# ---- design 1 ----
design_1/io_fan.png
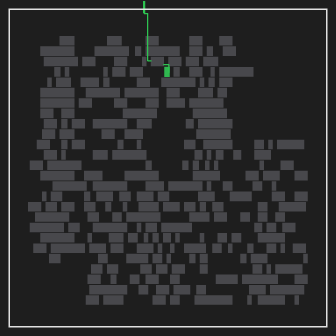

<file path="src/rtl/ehl_fifo_rc_fwft.sv">
// ehl_fifo_rc_fwft: read-side controller of a dual-clock FIFO, rclk domain.
// Turns the synchronised write gray pointer into a fill level, drives the
// memory read port and returns a registered gray read pointer to the write
// side. With FWFT=1 the head word is prefetched into an output register
// backed by a one-word skid register, so rdata is valid before the pop.
module ehl_fifo_rc_fwft #(
  parameter int ADR_WIDTH  = 4,
  parameter int DATA_WIDTH = 8,
  parameter int FWFT       = 1,
  parameter int RAM_LAT    = 1
) (
  input  logic                  rclk,
  input  logic                  reset_n,
  input  logic                  rd,
  input  logic                  clr_uf,
  input  logic [ADR_WIDTH:0]    wptr_gray,
  input  logic [ADR_WIDTH:0]    aempty_thr,
  output logic [ADR_WIDTH:0]    rptr_gray,
  output logic [ADR_WIDTH-1:0]  raddr,
  output logic                  ren,
  input  logic [DATA_WIDTH-1:0] rdata_mem,
  output logic [DATA_WIDTH-1:0] rdata,
  output logic                  rvalid,
  output logic                  r_empty,
  output logic                  r_aempty,
  output logic                  r_full,
  output logic [ADR_WIDTH:0]    r_level,
  output logic                  r_underflow
);

  localparam int PW = ADR_WIDTH + 1;
  localparam logic [ADR_WIDTH:0] DEPTH_C = {1'b1, {ADR_WIDTH{1'b0}}};
  localparam logic [ADR_WIDTH:0] ZERO_C  = {PW{1'b0}};

  // The staging logic assumes data returns exactly one cycle after ren.
  if (RAM_LAT != 1) begin : g_bad_ram_lat
    $error("ehl_fifo_rc_fwft: only RAM_LAT = 1 is supported");
  end

  if ((ADR_WIDTH < 1) || (ADR_WIDTH > 16)) begin : g_bad_adr_width
    $error("ehl_fifo_rc_fwft: ADR_WIDTH must be in 1..16");
  end

  function automatic logic [ADR_WIDTH:0] bin2gray(input logic [ADR_WIDTH:0] bin);
    return bin ^ {1'b0, bin[ADR_WIDTH:1]};
  endfunction

  function automatic logic [ADR_WIDTH:0] gray2bin(input logic [ADR_WIDTH:0] gray);
    logic [ADR_WIDTH:0] bin;
    bin[ADR_WIDTH] = gray[ADR_WIDTH];
    for (int i = ADR_WIDTH - 1; i >= 0; i--) begin
      bin[i] = bin[i + 1] ^ gray[i];
    end
    return bin;
  endfunction

  // Registered state
  logic [ADR_WIDTH:0]    rptr_bin_r;
  logic [ADR_WIDTH:0]    rptr_gray_r;
  logic [DATA_WIDTH-1:0] out_r;
  logic [DATA_WIDTH-1:0] skid_r;
  logic                  out_v_r;
  logic                  skid_v_r;
  logic                  infl_r;
  logic                  uf_r;

  // Combinational terms
  logic [ADR_WIDTH:0]    wptr_bin_s;
  logic [ADR_WIDTH:0]    mem_level_s;
  logic                  mem_empty_s;
  logic [ADR_WIDTH:0]    rptr_bin_next_s;
  logic [1:0]            occ_s;
  logic                  pop_s;
  logic                  ren_s;
  logic                  empty_s;
  logic [ADR_WIDTH:0]    level_s;
  logic [DATA_WIDTH-1:0] out_d_s;
  logic [DATA_WIDTH-1:0] skid_d_s;
  logic                  out_v_d_s;
  logic                  skid_v_d_s;
  logic                  uf_d_s;

  // Level, flags and the read-enable decision for the selected mode.
  always_comb begin
    wptr_bin_s      = gray2bin(wptr_gray);
    mem_level_s     = wptr_bin_s - rptr_bin_r;
    mem_empty_s     = (mem_level_s == ZERO_C);
    occ_s           = {1'b0, out_v_r} + {1'b0, skid_v_r} + {1'b0, infl_r};
    if (FWFT != 0) begin
      pop_s   = rd & out_v_r;
      ren_s   = ~mem_empty_s & ((occ_s - {1'b0, pop_s}) < 2'd2);
      empty_s = ~out_v_r;
      level_s = mem_level_s + PW'(occ_s);
    end else begin
      pop_s   = 1'b0;
      ren_s   = rd & ~mem_empty_s;
      empty_s = mem_empty_s;
      level_s = mem_level_s;
    end
    rptr_bin_next_s = rptr_bin_r + PW'(ren_s);
  end

  // Next-state of the output/skid stage; skid drains before returning data
  // so words leave in FIFO order.
  always_comb begin
    out_d_s    = out_r;
    skid_d_s   = skid_r;
    out_v_d_s  = out_v_r;
    skid_v_d_s = skid_v_r;
    if (FWFT != 0) begin
      if (skid_v_r) begin
        if (pop_s) begin
          out_d_s   = skid_r;
          out_v_d_s = 1'b1;
          if (infl_r) begin
            skid_d_s   = rdata_mem;
            skid_v_d_s = 1'b1;
          end else begin
            skid_v_d_s = 1'b0;
          end
        end else begin
          out_v_d_s = out_v_r;
        end
      end else if (infl_r) begin
        if (~out_v_r | pop_s) begin
          out_d_s   = rdata_mem;
          out_v_d_s = 1'b1;
        end else begin
          skid_d_s   = rdata_mem;
          skid_v_d_s = 1'b1;
        end
      end else if (pop_s) begin
        out_v_d_s = 1'b0;
      end else begin
        out_v_d_s = out_v_r;
      end
    end else begin
      out_v_d_s = infl_r;
      if (infl_r) begin
        out_d_s = rdata_mem;
      end else begin
        out_d_s = out_r;
      end
    end
  end

  // Sticky underflow: clear wins over a same-cycle set.
  always_comb begin
    if (clr_uf) begin
      uf_d_s = 1'b0;
    end else if (rd & empty_s) begin
      uf_d_s = 1'b1;
    end else begin
      uf_d_s = uf_r;
    end
  end

  // State registers; reset flushes every staged word and the read pointer.
  always_ff @(posedge rclk or negedge reset_n) begin
    if (!reset_n) begin
      rptr_bin_r  <= ZERO_C;
      rptr_gray_r <= ZERO_C;
      out_r       <= {DATA_WIDTH{1'b0}};
      skid_r      <= {DATA_WIDTH{1'b0}};
      out_v_r     <= 1'b0;
      skid_v_r    <= 1'b0;
      infl_r      <= 1'b0;
      uf_r        <= 1'b0;
    end else begin
      rptr_bin_r  <= rptr_bin_next_s;
      rptr_gray_r <= bin2gray(rptr_bin_next_s);
      out_r       <= out_d_s;
      skid_r      <= skid_d_s;
      out_v_r     <= out_v_d_s;
      skid_v_r    <= skid_v_d_s;
      infl_r      <= ren_s;
      uf_r        <= uf_d_s;
    end
  end

  assign rptr_gray   = rptr_gray_r;
  assign raddr       = rptr_bin_r[ADR_WIDTH-1:0];
  assign ren         = ren_s;
  assign rdata       = out_r;
  assign rvalid      = out_v_r;
  assign r_empty     = empty_s;
  assign r_level     = level_s;
  assign r_aempty    = (level_s <= aempty_thr);
  assign r_full      = (mem_level_s == DEPTH_C);
  assign r_underflow = uf_r;

endmodule

</file>
<file path="config.mk">
export PLATFORM = sky130hd
export DESIGN_NAME = ehl_fifo_rc_fwft
export DESIGN_NICKNAME = d
export VERILOG_FILES = /design/src/rtl/ehl_fifo_rc_fwft.sv
export SDC_FILE = /design/constraint.sdc
export NUM_CORES = 1
export LEC_CHECK = 0
export CAP_MARGIN = 20
export CELL_PAD_IN_SITES_DETAIL_PLACEMENT = 1
export CELL_PAD_IN_SITES_GLOBAL_PLACEMENT = 2
export CORE_MARGIN = 4
export CORE_UTILIZATION = 29
export DETAILED_ROUTE_END_ITERATION = 10
export PLACE_DENSITY = 0.8
export SKIP_CTS_REPAIR_TIMING = 1
export SLEW_MARGIN = 10
export SYNTH_ARGS = -nofsm -noshare
export SYNTH_HDL_FRONTEND = slang
export SYNTH_SLANG_ARGS = --single-unit
</file>
<file path="constraint.sdc">
create_clock -name rclk -period 5.6 [get_ports rclk]
set_input_delay 1.12 -clock rclk [delete_from_list [all_inputs] [get_ports rclk]]
set_output_delay 1.12 -clock rclk [all_outputs]
set_load 0.05 [all_outputs]
</file>
# ---- design 2 ----
`src/rtl/r2r_pkg.sv`:
```
// Shared types and constants for the R2R ladder ADC path.
// R2R_BITS is also the downstream r2r_processing INPUT_BITS.
package r2r_pkg;

    localparam int R2R_BITS           = 8;
    localparam int R2R_SETTLE_DEFAULT = 250;

    typedef enum logic [2:0] {
        IDLE,
        TRIAL,
        SETTLE,
        DECIDE,
        DONE
    } sar_state_t;

endpackage

```
`src/rtl/r2r_comp_sync.sv`:
```
// N-stage flip-flop synchronizer for the asynchronous comparator output.
module r2r_comp_sync #(
    parameter int STAGES = 2
) (
    input  logic clk,
    input  logic reset,
    input  logic i_async,
    output logic o_sync
);

    logic [STAGES-1:0] r_ff;

    always_ff @(posedge clk) begin
        if (reset) begin
            r_ff <= '0;
        end else begin
            r_ff[0] <= i_async;
            for (int i = 1; i < STAGES; i++) begin
                r_ff[i] <= r_ff[i-1];
            end
        end
    end

    assign o_sync = r_ff[STAGES-1];

endmodule

```
`src/rtl/r2r_sar_adc.sv`:
```
// SAR controller for the R2R ladder ADC: one bit per trial, the ladder is held
// SETTLE_CYCLES before each comparator decision, results are pulsed on data_valid.
module r2r_sar_adc
    import r2r_pkg::*;
#(
    parameter int DAC_BITS      = R2R_BITS,
    parameter int SETTLE_CYCLES = R2R_SETTLE_DEFAULT,
    parameter int SYNC_STAGES   = 2
) (
    input  logic                clk,
    input  logic                reset,
    input  logic                enable,
    input  logic                comp_in,
    output logic [DAC_BITS-1:0] dac_out,
    output logic [DAC_BITS-1:0] data,
    output logic                data_valid,
    output logic                busy
);

    localparam int IDX_W = (DAC_BITS > 1) ? $clog2(DAC_BITS) : 1;
    localparam int CNT_W = $clog2(SETTLE_CYCLES + 1);
    localparam logic [IDX_W-1:0] MSB_IDX     = IDX_W'(DAC_BITS - 1);
    localparam logic [CNT_W-1:0] SETTLE_LOAD = CNT_W'(SETTLE_CYCLES - 1);

    generate
        if (SETTLE_CYCLES < SYNC_STAGES + 1) begin : g_bad_settle
            $error("r2r_sar_adc: SETTLE_CYCLES must be >= SYNC_STAGES+1");
        end
    endgenerate

    sar_state_t          r_state;
    sar_state_t          w_next;
    logic [DAC_BITS-1:0] r_dac;
    logic [DAC_BITS-1:0] r_result;
    logic [DAC_BITS-1:0] r_data;
    logic                r_valid;
    logic [IDX_W-1:0]    r_bit_idx;
    logic [CNT_W-1:0]    r_cnt;
    logic                w_comp_s;
    logic [DAC_BITS-1:0] w_mask;
    logic [DAC_BITS-1:0] w_decided;

    r2r_comp_sync #(
        .STAGES (SYNC_STAGES)
    ) u_comp_sync (
        .clk     (clk),
        .reset   (reset),
        .i_async (comp_in),
        .o_sync  (w_comp_s)
    );

    assign w_mask    = DAC_BITS'(1) << r_bit_idx;
    assign w_decided = w_comp_s ? r_dac : (r_dac & ~w_mask);

    always_ff @(posedge clk) begin
        if (reset) r_state <= IDLE;
        else       r_state <= w_next;
    end

    always_comb begin
        w_next = r_state;
        case (r_state)
            IDLE:    if (enable) w_next = TRIAL;
            TRIAL:   w_next = SETTLE;
            SETTLE:  if (r_cnt == '0) w_next = DECIDE;
            DECIDE:  w_next = (r_bit_idx == '0) ? DONE : TRIAL;
            DONE:    w_next = enable ? TRIAL : IDLE;
            default: w_next = IDLE;
        endcase
    end

    // Datapath follows the registered state; bit_idx stops at 0 and never wraps.
    always_ff @(posedge clk) begin
        if (reset) begin
            r_dac     <= '0;
            r_result  <= '0;
            r_data    <= '0;
            r_valid   <= 1'b0;
            r_bit_idx <= '0;
            r_cnt     <= '0;
        end else begin
            r_valid <= 1'b0;
            case (r_state)
                IDLE, DONE: begin
                    if (enable) begin
                        r_bit_idx <= MSB_IDX;
                        r_result  <= '0;
                    end
                end
                TRIAL: begin
                    r_dac <= r_result | w_mask;
                    r_cnt <= SETTLE_LOAD;
                end
                SETTLE: begin
                    if (r_cnt != '0) r_cnt <= r_cnt - CNT_W'(1);
                end
                DECIDE: begin
                    r_result <= w_decided;
                    if (r_bit_idx == '0) begin
                        r_data  <= w_decided;
                        r_valid <= 1'b1;
                    end else begin
                        r_bit_idx <= r_bit_idx - IDX_W'(1);
                    end
                end
                default: ;
            endcase
        end
    end

    assign dac_out    = r_dac;
    assign data       = r_data;
    assign data_valid = r_valid;
    assign busy       = (r_state != IDLE);

endmodule
```
`config.mk`:
```
export PLATFORM = sky130hd
export DESIGN_NAME = r2r_sar_adc
export DESIGN_NICKNAME = d
export VERILOG_FILES = /design/src/rtl/r2r_pkg.sv /design/src/rtl/r2r_comp_sync.sv /design/src/rtl/r2r_sar_adc.sv
export SDC_FILE = /design/constraint.sdc
export NUM_CORES = 1
export LEC_CHECK = 0
export ABC_AREA = 0
export CAP_MARGIN = 20
export CORE_MARGIN = 3
export CORE_UTILIZATION = 30
export CTS_CLUSTER_DIAMETER = 120
export CTS_CLUSTER_SIZE = 8
export DETAILED_ROUTE_END_ITERATION = 7
export GPL_TIMING_DRIVEN = 0
export PLACE_DENSITY = 0.6
export SYNTH_ARGS = -nofsm -noshare
export SYNTH_HDL_FRONTEND = slang
export SYNTH_SLANG_ARGS = --single-unit
```
`constraint.sdc`:
```
create_clock -name clk -period 3.4 [get_ports clk]
set_clock_uncertainty 0.15 [all_clocks]
set_input_delay 0.68 -clock clk [delete_from_list [all_inputs] [get_ports clk]]
set_output_delay 0.68 -clock clk [all_outputs]
set_load 0.01 [all_outputs]
```
design_1/cell_density.png
The die is cut into 8 by 8 equal tiles; white is low, dark blue is high, 0 to 100% covered.
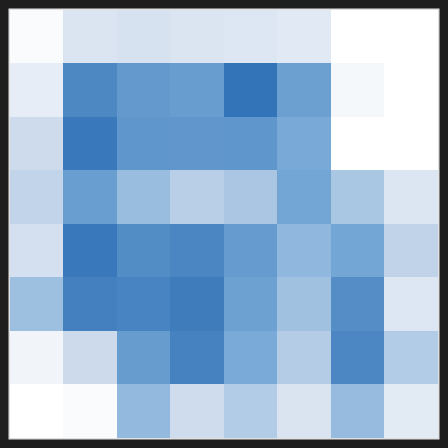
- fullest tile: 73%
- mean over tiles: 36%
- emptiest ninth of the die: top right
- nearly empty tiles: 9.4%
fp util: 30.8%
share of the core filled with cells in the final layout: 48.7%
area of the core region: 5270 um2

About design_1/io_fan.png:
- clr_uf: green (bits 1; direction input; edge top; end cells 1; buffers 1; wire 18.4 um)
Buffers on Ports: 49
number of top-level design ports: 50

==> out/qor_table.md, design 1 <==
| Stage | Metric | This run |
|:---|:---|:---|
| logic synthesis | Leading cell types by total area after synthesis | dfrtp_1 45%, ha_1 10%, mux2_2 5.5% |
| final layout | Sequential cell area share | 28.3% |
| worst setup path | Endpoint type of the worst setup path | output port |
| sta | Total count of hold-check failures in the final report | 0 |
| logic synthesis | Number of distinct library cell variants in the gate-level netlist after synthesis | 26 |
| logic synthesis | Portion of netlist area occupied by mux cells | 10.5% |
| final layout | Combined area of the multi-input logic cells | 935 um2 |
| routing | Violation count after the first detailed-route iteration | 24 |
| die | Horizontal die dimension | 82.9 um |
| logic synthesis | Dominant cell type by area after synthesis | dfrtp_1 |
| logic synthesis | Number of cell instances after yosys synthesis | 149 |
| final layout | Sequential cell count of the final layout | 29 |
| logic synthesis | Simple share | 8.16% |
| logic synthesis | Flip-flops with a built-in enable | 0 |
| logic synthesis | Yosys xor share | 10.8% |
| logic synthesis | Post-synthesis sequential area ratio | 44.6% |
| die | Tap cells | 70 |
| worst setup path | Critical Setup Path Class | in2out |
| worst setup path | Startpoint kind of the worst setup timing path | input pin |
| die | Count of standard-cell rows | 26 |
| status | Status | complete, no violations |
| die | Vert. Die Dim | 82.9 um |
design 1: cells by family after synthesis:
group / Yosys count
fa+ha+maj: 16
simple gates: 25
flops: 29
compound gates: 24
mux: 16
buf+inv: 19
xor+xnor: 20
design 1: state kept, by name, summed over array words and instances (netlist names):
name and cells:
r_underflow 1, skid_v_r 1, skid_r 8, rvalid 1, rptr_gray 4, rptr_bin_r 5
rdata 8, infl_r 1
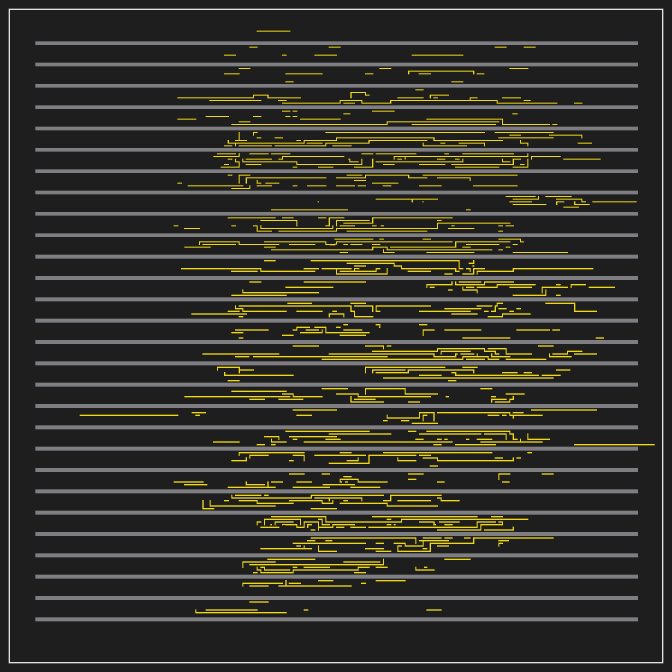
design_2/layer_met1.png
Supply wires on this layer in grey.
- longest straight run: 21.6 um
- share of all routed wire: 50%
- wire length on this layer: 2110 um
via count: 1503
met1 demand-to-capacity share in global routing: 16.7%
Detailed Route WL: 4250 um

==> out/qor_table.md, design 2 <==
| Stage | Metric | This run |
|:---|:---|:---|
| clock network | Cts hold-fix bufs | 0 |
| worst setup path | Number of stages on the worst setup path | 2 |
| logic synthesis | Mapped Cells | 198 |
| final layout | Total of clock buffers placed in the layout | 6 |
| global routing | Overall track demand over capacity in global routing | 12.6% |
| logic synthesis | Share of synthesized registers carrying an async set or reset | 0% |
| final layout | Largest area class, layout | multi-input combinational cells |
| die | Horizontal die dimension | 83.1 um |
| clock network | CTS tree | done |
| worst setup path | Worst path buffer plus inverter count | 1 |
| status | Status | complete, no violations |
| logic synthesis | Top comb family, area | simple AND/OR/NAND/NOR gates |
| flow run | Number of violations of the max-capacitance limit | 0 |
| final layout | Sequential cell area share | 37.4% |
| worst setup path | Critical Setup Path Class | reg2out |
## design 2: per-layer routing
metal | routed length, um | vias to the layer above
met5 | 0 | -
met4 | 49 | 0
met3 | 131 | 4
met2 | 1960 | 28
met1 | 2110 | 700
li1 | - | 771
## design 2: sequential cells by signal (all words and copies together) (netlist names)
signal / flops
data_valid: 1
dac_out: 8
u_comp_sync.r_ff: 2
data: 8
r_result: 8
r_state: 3
r_bit_idx: 3
r_cnt: 8

==> notes/layouts.md <==
Pictures saved along the way, in no particular order.

Congestion heat map.
Plate I
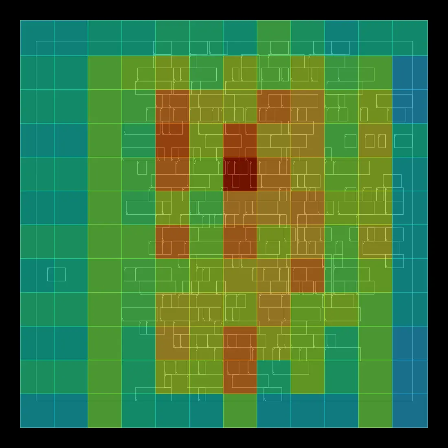
Plate II
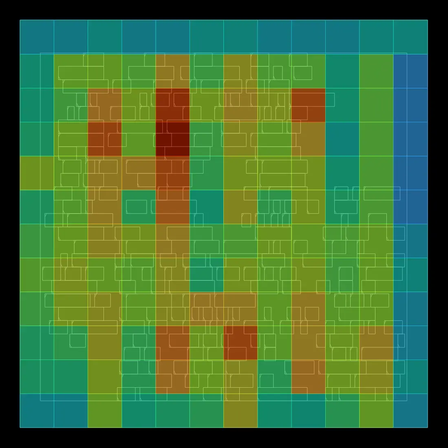
Plate II: design 1
Plate I: design 2
Of these, highest utilization: Plate II



==> layout pictures side by side <==
Placement by cell class.
The bar under the picture is 20 um long. Fill, decap, tap and diode cells in grey.
(a)
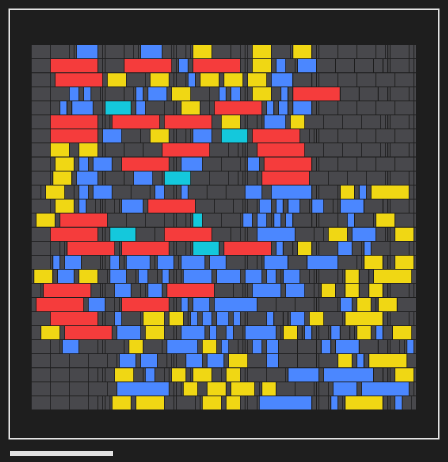
(b)
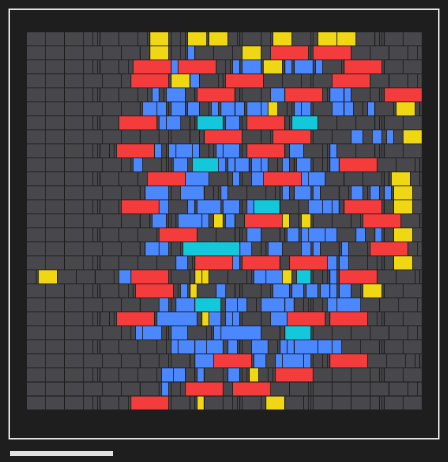
design 2: (b)
design 1: (a)
The one with the most sequential cells is (b).
The one with the highest utilization is (a).

Key to (a):
- sequential cells: red (cells 29)
- combinational and other logic: blue (cells 118)
- clock drivers and dummy loads: cyan (cells 6)
- remaining buffers and delay cells: yellow (cells 67)

